=== multicycle_control ===
`src/rtl/multicycle_control.sv`:
```
// ============================================================================
// Module   : multicycle_control
// Brief    : Multicycle MIPS-subset control FSM with a memory handshake and wait timeout.
// Revision : 1.0
// ============================================================================
`default_nettype none

module multicycle_control #(
  parameter int WAIT_LIMIT = 15
) (
  input  logic       clk,
  input  logic       reset,
  input  logic [5:0] Opcode,
  input  logic       Zero,
  input  logic       MemReady,
  output logic       PCWrite,
  output logic       IorD,
  output logic       MemRead,
  output logic       MemWrite,
  output logic       IRWrite,
  output logic       MemtoReg,
  output logic       ALUSrcA,
  output logic       RegWrite,
  output logic       RegDst,
  output logic       IllegalOp,
  output logic       MemTimeout,
  output logic [1:0] PCSource,
  output logic [2:0] ALUOp,
  output logic [1:0] ALUSrcB,
  output logic [3:0] State
);

  typedef enum logic [3:0] {
    ST_RST       = 4'd0,
    ST_FETCH     = 4'd1,
    ST_DECODE    = 4'd2,
    ST_MEM_ADDR  = 4'd3,
    ST_MEM_READ  = 4'd4,
    ST_MEM_WB    = 4'd5,
    ST_MEM_WRITE = 4'd6,
    ST_EXEC_R    = 4'd7,
    ST_R_WB      = 4'd8,
    ST_EXEC_I    = 4'd9,
    ST_I_WB      = 4'd10,
    ST_BRANCH    = 4'd11,
    ST_JUMP      = 4'd12
  } state_t;

  localparam logic [5:0] C_OP_RTYPE = 6'b000000;
  localparam logic [5:0] C_OP_ADDI  = 6'b001000;
  localparam logic [5:0] C_OP_ORI   = 6'b001101;
  localparam logic [5:0] C_OP_ANDI  = 6'b001100;
  localparam logic [5:0] C_OP_LUI   = 6'b001111;
  localparam logic [5:0] C_OP_LW    = 6'b100011;
  localparam logic [5:0] C_OP_SW    = 6'b101011;
  localparam logic [5:0] C_OP_BEQ   = 6'b000100;
  localparam logic [5:0] C_OP_BNE   = 6'b000101;
  localparam logic [5:0] C_OP_J     = 6'b000010;

  // Counter only needs to reach WAIT_LIMIT-1: the WAIT_LIMIT-th idle cycle aborts.
  localparam int             C_CW        = (WAIT_LIMIT < 2) ? 1 : $clog2(WAIT_LIMIT);
  localparam logic [C_CW-1:0] C_WAIT_LAST = C_CW'(WAIT_LIMIT - 1);

  state_t          r_state;
  state_t          w_next;
  logic [5:0]      r_op;
  logic [C_CW-1:0] r_wait_cnt;
  logic            r_timeout;
  logic            w_wait_state;
  logic            w_timeout;

  assign w_wait_state = (r_state == ST_FETCH) || (r_state == ST_MEM_READ) ||
                        (r_state == ST_MEM_WRITE);
  assign w_timeout    = w_wait_state && !MemReady && (r_wait_cnt == C_WAIT_LAST);
  assign MemTimeout   = r_timeout;
  assign State        = r_state;

  always_ff @(posedge clk) begin
    if (reset) begin
      r_state    <= ST_RST;
      r_op       <= 6'd0;
      r_wait_cnt <= '0;
      r_timeout  <= 1'b0;
    end else begin
      r_state   <= w_next;
      r_timeout <= w_timeout;
      if (r_state == ST_DECODE) r_op <= Opcode;
      if (w_wait_state && !MemReady && !w_timeout) r_wait_cnt <= r_wait_cnt + C_CW'(1);
      else                                         r_wait_cnt <= '0;
    end
  end

  always_comb begin
    w_next    = r_state;
    PCWrite   = 1'b0;
    IorD      = 1'b0;
    MemRead   = 1'b0;
    MemWrite  = 1'b0;
    IRWrite   = 1'b0;
    MemtoReg  = 1'b0;
    ALUSrcA   = 1'b0;
    RegWrite  = 1'b0;
    RegDst    = 1'b0;
    IllegalOp = 1'b0;
    PCSource  = 2'b00;
    ALUOp     = 3'b000;
    ALUSrcB   = 2'b00;
    case (r_state)
      ST_RST: w_next = ST_FETCH;
      ST_FETCH: begin
        MemRead = 1'b1;
        ALUSrcB = 2'b01;
        ALUOp   = 3'b110;
        if (MemReady) begin
          IRWrite = 1'b1;
          PCWrite = 1'b1;
          w_next  = ST_DECODE;
        end
      end
      ST_DECODE: begin
        ALUSrcB = 2'b11;
        ALUOp   = 3'b110;
        case (Opcode)
          C_OP_RTYPE:                               w_next = ST_EXEC_R;
          C_OP_ADDI, C_OP_ORI, C_OP_ANDI, C_OP_LUI: w_next = ST_EXEC_I;
          C_OP_LW, C_OP_SW:                         w_next = ST_MEM_ADDR;
          C_OP_BEQ, C_OP_BNE:                       w_next = ST_BRANCH;
          C_OP_J:                                   w_next = ST_JUMP;
          default: begin
            IllegalOp = 1'b1;
            w_next    = ST_FETCH;
          end
        endcase
      end
      ST_MEM_ADDR: begin
        ALUSrcA = 1'b1;
        ALUSrcB = 2'b10;
        ALUOp   = 3'b110;
        w_next  = (r_op == C_OP_LW) ? ST_MEM_READ : ST_MEM_WRITE;
      end
      ST_MEM_READ: begin
        MemRead = 1'b1;
        IorD    = 1'b1;
        if (MemReady)       w_next = ST_MEM_WB;
        else if (w_timeout) w_next = ST_FETCH;
      end
      ST_MEM_WB: begin
        RegWrite = 1'b1;
        MemtoReg = 1'b1;
        w_next   = ST_FETCH;
      end
      ST_MEM_WRITE: begin
        MemWrite = 1'b1;
        IorD     = 1'b1;
        if (MemReady || w_timeout) w_next = ST_FETCH;
      end
      ST_EXEC_R: begin
        ALUSrcA = 1'b1;
        ALUOp   = 3'b111;
        w_next  = ST_R_WB;
      end
      ST_R_WB: begin
        RegWrite = 1'b1;
        RegDst   = 1'b1;
        w_next   = ST_FETCH;
      end
      ST_EXEC_I: begin
        ALUSrcA = 1'b1;
        ALUSrcB = 2'b10;
        case (r_op)
          C_OP_ORI:  ALUOp = 3'b101;
          C_OP_ANDI: ALUOp = 3'b100;
          C_OP_LUI:  ALUOp = 3'b011;
          default:   ALUOp = 3'b110;
        endcase
        w_next = ST_I_WB;
      end
      ST_I_WB: begin
        RegWrite = 1'b1;
        w_next   = ST_FETCH;
      end
      ST_BRANCH: begin
        ALUSrcA  = 1'b1;
        ALUOp    = 3'b010;
        PCSource = 2'b01;
        PCWrite  = (r_op == C_OP_BNE) ? ~Zero : Zero;
        w_next   = ST_FETCH;
      end
      ST_JUMP: begin
        PCWrite  = 1'b1;
        PCSource = 2'b10;
        w_next   = ST_FETCH;
      end
      default: w_next = ST_RST;
    endcase
  end

endmodule

`default_nettype wire

```
`config.mk`:
```
export PLATFORM = sky130hd
export DESIGN_NAME = multicycle_control
export DESIGN_NICKNAME = d
export VERILOG_FILES = /design/src/rtl/multicycle_control.sv
export SDC_FILE = /design/constraint.sdc
export NUM_CORES = 1
export LEC_CHECK = 0
export CAP_MARGIN = 30
export CORE_MARGIN = 3
export CORE_UTILIZATION = 25
export CTS_CLUSTER_SIZE = 20
export DETAILED_ROUTE_END_ITERATION = 12
export GPL_ROUTABILITY_DRIVEN = 0
export PLACE_DENSITY = 0.59
export SYNTH_ARGS = -nofsm -noshare
export SYNTH_HDL_FRONTEND = slang
export SYNTH_SLANG_ARGS = --single-unit
```
`constraint.sdc`:
```
create_clock -name clk -period 2 [get_ports clk]
set_input_delay 0.4 -clock clk [delete_from_list [all_inputs] [get_ports clk]]
set_output_delay 0.4 -clock clk [all_outputs]
set_load 0.01 [all_outputs]
```
**multicycle_control: the metal 1 layer**

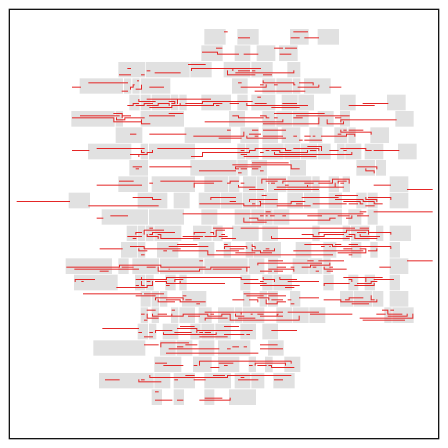
wire length on this layer: 1530 µm
main direction: horizontal
longest straight run: 29.9 µm
share of all routed wire: 46%
routed vias: 1301
GRT met1 Usage: 17.9%
total wirelength of the detailed-routed design: 3.37 mm

==> results.toml <==
# physical design summary
[yosys]
yosys.stat.chipArea_um2 = 1060
synth.cell_area_um2 = 1060
synth.net_count = 157
synth_area_leader_cell = "sky130_fd_sc_hd__dfxtp_1"
synth-seq-area-share_pct = 28.3

[route]
drcViolationCount = 0

[worst_setup_path]
timing.critical_path.to = "IllegalOp"
critPathMaxStageDelay_ns = 0.48
worstSetupEndpointType = "output pin"

[status]
status = "finished with violations"
violations_in_the_final_reports = "setup timing"

[job]
openroad.warnings = 29

[global_route]
grt_pass1_wl_mm = 5.49
use_met3_pct = 1.99

[sta]
finalWorstSetupSlack_ns = -0.0261
timing.final.setup_violations = 1
slew_viol_final = 0

[floorplanning]
design.portCount = 32
die_area_um2 = 5060

[place]
post_dp_cell_area_um2 = 1720

[final_layout]
nNonClkInverters = 4
**multicycle_control: M2 wires**

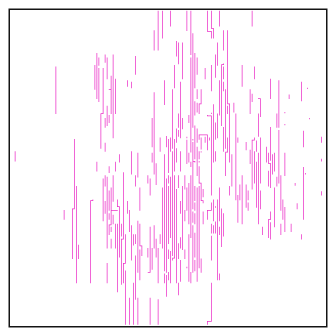
nets with wire on the layer: 189
main direction: vertical
M2 GR Usage: 21.7%


=== seq_mul_div ===
**seq_mul_div: the metal 1 layer**

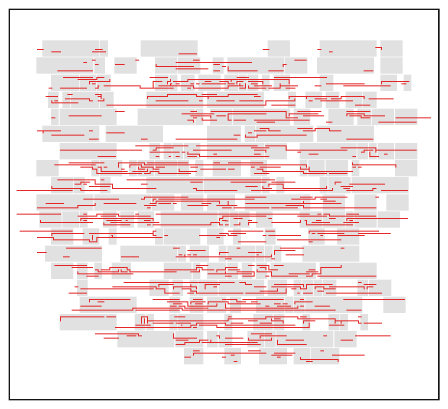
**seq_mul_div: M2 wires**

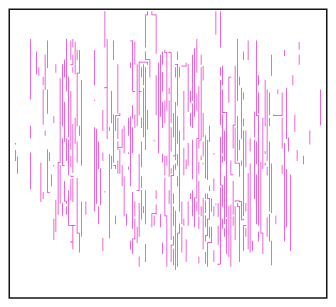
**seq_mul_div: signal wires on met3**

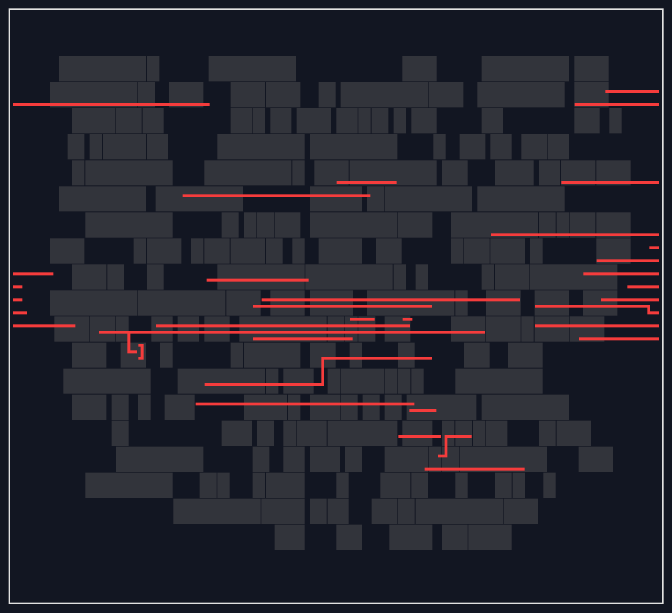
<file path="src/rtl/arith_pkg.sv">
// Shared encodings for the arithmetic unit: operation select and the
// sequential multiplier/divider control states.
package arith_pkg;

    localparam logic OP_MUL = 1'b0;
    localparam logic OP_DIV = 1'b1;

    typedef enum logic [1:0] {
        S_IDLE = 2'd0,
        S_RUN  = 2'd1,
        S_DONE = 2'd2
    } state_t;

endpackage

</file>
<file path="src/rtl/seq_mul_div_step.sv">
// One iteration of the shared datapath: shift-add multiply step or
// restoring-divide step on the {hi, lo} register pair.
module seq_mul_div_step
    import arith_pkg::*;
#(
    parameter int unsigned WIDTH = 4
) (
    input  logic             op,
    input  logic [WIDTH-1:0] operand,
    input  logic [WIDTH-1:0] hi_i,
    input  logic [WIDTH-1:0] lo_i,
    output logic [WIDTH-1:0] hi_o,
    output logic [WIDTH-1:0] lo_o
);

    logic [WIDTH:0] sum;
    logic [WIDTH:0] rem_sh;
    logic [WIDTH:0] diff;

    always_comb begin
        sum    = {1'b0, hi_i};
        rem_sh = {hi_i, lo_i[WIDTH-1]};
        diff   = rem_sh - {1'b0, operand};
        hi_o   = hi_i;
        lo_o   = lo_i;
        if (op == OP_MUL) begin
            // hi is the accumulator upper half, lo the shrinking multiplier
            if (lo_i[0]) begin
                sum = {1'b0, hi_i} + {1'b0, operand};
            end
            hi_o = sum[WIDTH:1];
            lo_o = {sum[0], lo_i[WIDTH-1:1]};
        end else if (!diff[WIDTH]) begin
            hi_o = diff[WIDTH-1:0];
            lo_o = {lo_i[WIDTH-2:0], 1'b1};
        end else begin
            hi_o = rem_sh[WIDTH-1:0];
            lo_o = {lo_i[WIDTH-2:0], 1'b0};
        end
    end

endmodule

</file>
<file path="src/rtl/seq_mul_div.sv">
// Iterative one-bit-per-clock multiplier/divider with start/busy/done handshake.
// Define SEQ_MUL_DIV_SIGNED_EN to add the is_signed port (two's complement ops).
module seq_mul_div
    import arith_pkg::*;
#(
    parameter int unsigned WIDTH = 4
) (
    input  logic             clk,
    input  logic             reset,
    input  logic             start,
    input  logic             op,
    input  logic [WIDTH-1:0] in1,
    input  logic [WIDTH-1:0] in2,
`ifdef SEQ_MUL_DIV_SIGNED_EN
    input  logic             is_signed,
`endif
    output logic             busy,
    output logic             done,
    output logic [WIDTH-1:0] out_low,
    output logic [WIDTH-1:0] out_high,
    output logic             div_zero
);

    localparam int unsigned CNT_W = $clog2(WIDTH + 1);
    localparam int unsigned PW    = 2 * WIDTH;

    state_t             state_q, state_d;
    logic [CNT_W-1:0]   cnt_q, cnt_d;
    logic               op_q, op_d;
    logic [WIDTH-1:0]   opnd_q, opnd_d;
    logic [WIDTH-1:0]   hi_q, hi_d;
    logic [WIDTH-1:0]   lo_q, lo_d;
    logic               neg_lo_q, neg_lo_d;
    logic               neg_hi_q, neg_hi_d;
    logic               busy_q, busy_d;
    logic               done_q, done_d;
    logic [WIDTH-1:0]   out_low_q, out_low_d;
    logic [WIDTH-1:0]   out_high_q, out_high_d;
    logic               div_zero_q, div_zero_d;

    logic [WIDTH-1:0]   hi_step;
    logic [WIDTH-1:0]   lo_step;
    logic [WIDTH-1:0]   mag1;
    logic [WIDTH-1:0]   mag2;
    logic               sgn1;
    logic               sgn2;
    logic [PW-1:0]      prod;

    seq_mul_div_step #(
        .WIDTH   (WIDTH)
    ) u_step (
        .op      (op_q),
        .operand (opnd_q),
        .hi_i    (hi_q),
        .lo_i    (lo_q),
        .hi_o    (hi_step),
        .lo_o    (lo_step)
    );

    // Operand magnitudes and signs taken at latch time
    always_comb begin
        mag1 = in1;
        mag2 = in2;
        sgn1 = 1'b0;
        sgn2 = 1'b0;
`ifdef SEQ_MUL_DIV_SIGNED_EN
        sgn1 = is_signed & in1[WIDTH-1];
        sgn2 = is_signed & in2[WIDTH-1];
        if (sgn1) mag1 = ~in1 + WIDTH'(1);
        if (sgn2) mag2 = ~in2 + WIDTH'(1);
`endif
    end

    // Next-state, datapath and output logic
    always_comb begin
        state_d    = state_q;
        cnt_d      = cnt_q;
        op_d       = op_q;
        opnd_d     = opnd_q;
        hi_d       = hi_q;
        lo_d       = lo_q;
        neg_lo_d   = neg_lo_q;
        neg_hi_d   = neg_hi_q;
        busy_d     = (state_q == S_RUN);
        done_d     = (state_q == S_DONE);
        out_low_d  = out_low_q;
        out_high_d = out_high_q;
        div_zero_d = div_zero_q;
        prod       = '0;

        case (state_q)
            S_IDLE, S_DONE: begin
                if (state_q == S_DONE) state_d = S_IDLE;
                if (start) begin
                    op_d     = op;
                    neg_lo_d = sgn1 ^ sgn2;
                    neg_hi_d = sgn1;
                    if ((op == OP_DIV) && (in2 == '0)) begin
                        state_d    = S_DONE;
                        out_low_d  = '1;
                        out_high_d = in1;
                        div_zero_d = 1'b1;
                    end else begin
                        state_d = S_RUN;
                        cnt_d   = CNT_W'(WIDTH);
                        hi_d    = '0;
                        opnd_d  = (op == OP_MUL) ? mag1 : mag2;
                        lo_d    = (op == OP_MUL) ? mag2 : mag1;
                    end
                end
            end
            S_RUN: begin
                hi_d  = hi_step;
                lo_d  = lo_step;
                cnt_d = cnt_q - CNT_W'(1);
                if (cnt_q == CNT_W'(1)) begin
                    // Final iteration: apply sign fix-up while writing results
                    state_d    = S_DONE;
                    div_zero_d = 1'b0;
                    if (op_q == OP_MUL) begin
                        prod = {hi_step, lo_step};
                        if (neg_lo_q) prod = ~prod + PW'(1);
                        out_high_d = prod[PW-1:WIDTH];
                        out_low_d  = prod[WIDTH-1:0];
                    end else begin
                        out_low_d  = neg_lo_q ? (~lo_step + WIDTH'(1)) : lo_step;
                        out_high_d = neg_hi_q ? (~hi_step + WIDTH'(1)) : hi_step;
                    end
                end
            end
            default: state_d = S_IDLE;
        endcase
    end

    always_ff @(posedge clk or posedge reset) begin
        if (reset) begin
            state_q    <= S_IDLE;
            cnt_q      <= '0;
            op_q       <= 1'b0;
            opnd_q     <= '0;
            hi_q       <= '0;
            lo_q       <= '0;
            neg_lo_q   <= 1'b0;
            neg_hi_q   <= 1'b0;
            busy_q     <= 1'b0;
            done_q     <= 1'b0;
            out_low_q  <= '0;
            out_high_q <= '0;
            div_zero_q <= 1'b0;
        end else begin
            state_q    <= state_d;
            cnt_q      <= cnt_d;
            op_q       <= op_d;
            opnd_q     <= opnd_d;
            hi_q       <= hi_d;
            lo_q       <= lo_d;
            neg_lo_q   <= neg_lo_d;
            neg_hi_q   <= neg_hi_d;
            busy_q     <= busy_d;
            done_q     <= done_d;
            out_low_q  <= out_low_d;
            out_high_q <= out_high_d;
            div_zero_q <= div_zero_d;
        end
    end

    assign busy     = busy_q;
    assign done     = done_q;
    assign out_low  = out_low_q;
    assign out_high = out_high_q;
    assign div_zero = div_zero_q;

endmodule

</file>
<file path="config.mk">
export PLATFORM = sky130hd
export DESIGN_NAME = seq_mul_div
export DESIGN_NICKNAME = d
export VERILOG_FILES = /design/src/rtl/arith_pkg.sv /design/src/rtl/seq_mul_div_step.sv /design/src/rtl/seq_mul_div.sv
export SDC_FILE = /design/constraint.sdc
export NUM_CORES = 1
export LEC_CHECK = 0
export CORE_ASPECT_RATIO = 0.9
export CORE_MARGIN = 3
export CORE_UTILIZATION = 49
export CTS_BUF_LIST = sky130_fd_sc_hd__clkbuf_16
export DETAILED_ROUTE_END_ITERATION = 10
export MAX_ROUTING_LAYER = met4
export PLACE_DENSITY_LB_ADDON = 0.05
export SYNTH_ARGS = -nofsm -noshare
export SYNTH_HDL_FRONTEND = slang
export SYNTH_SLANG_ARGS = --single-unit
</file>
<file path="constraint.sdc">
create_clock -name clk -period 2.5 [get_ports clk]
set_input_delay 0.25 -clock clk [delete_from_list [all_inputs] [get_ports clk]]
set_output_delay 0.25 -clock clk [all_outputs]
set_load 0.05 [all_outputs]
</file>
==> results.toml <==
# physical design summary
[final_layout]
final_core_occ_pct = 66.3
layout.area.seq_um2 = 726
fillerInstances = 279

[status]
status = "finished, final reports clean"

[floorplanning]
die_area_um2 = 4210

[clock_network]
htree_num_levels = 2

[route]
via_per_inst = 5.77
met3_wirelength_um = 366

[yosys]
enable_flop_cells = 0
compound_area_share_pct = 19.2
xor_area_share_pct = 3.53

[sta]
period_needed_ns = 2.37
timing.final.setup_violations = 0

[worst_setup_path]
cp_max_fo = 3
chain_of_cells_forming_the_critical_path = "inv_1, ha_1, fa_1, nand2b_1, a21oi_2, xor2_2, mux2_4, a211oi_1, a221o_1"
worstSetupEndpointType = "flop"
## Picture notes: 'the metal 1 layer' of seq_mul_div
nets with wire on the layer: 201
main direction: horizontal
wire length on this layer: 1870 µm
longest straight run: 25.8 µm
share of all routed wire: 44%
GRT met1 Usage: 29.8%
total wirelength of the detailed-routed design: 4.22 mm
routed vias: 1409

## Picture notes: 'M2 wires' of seq_mul_div
longest straight run: 23.6 µm
wire length on this layer: 1960 µm
M2 GR Usage: 34.9%

## Picture notes: 'signal wires on met3' of seq_mul_div
nets with wire on the layer: 32
longest straight run: 40.0 µm
wire length on this layer: 367 µm
share of all routed wire: 8.7%
met3 Usage GRT: 8.27%



==> layout pictures side by side <==
Sequential cells colored by netlist name.
The bar under the picture is 20 µm long. Other sequential cells in the stronger gray, the rest of the logic in the fainter gray.
Plate I
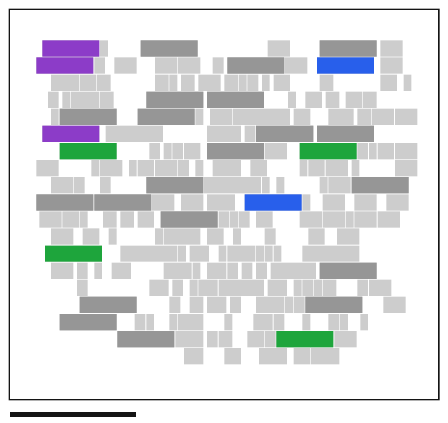
Plate II
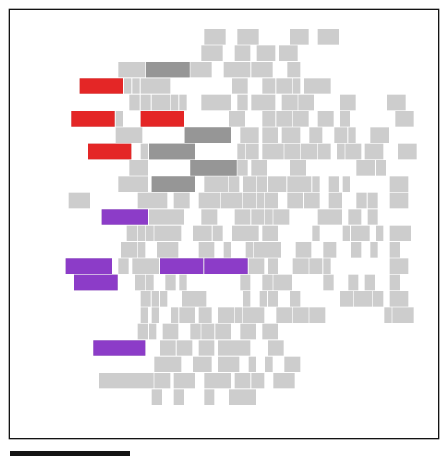
The one with the largest die is Plate II.
- Plate I = seq_mul_div
- Plate II = multicycle_control

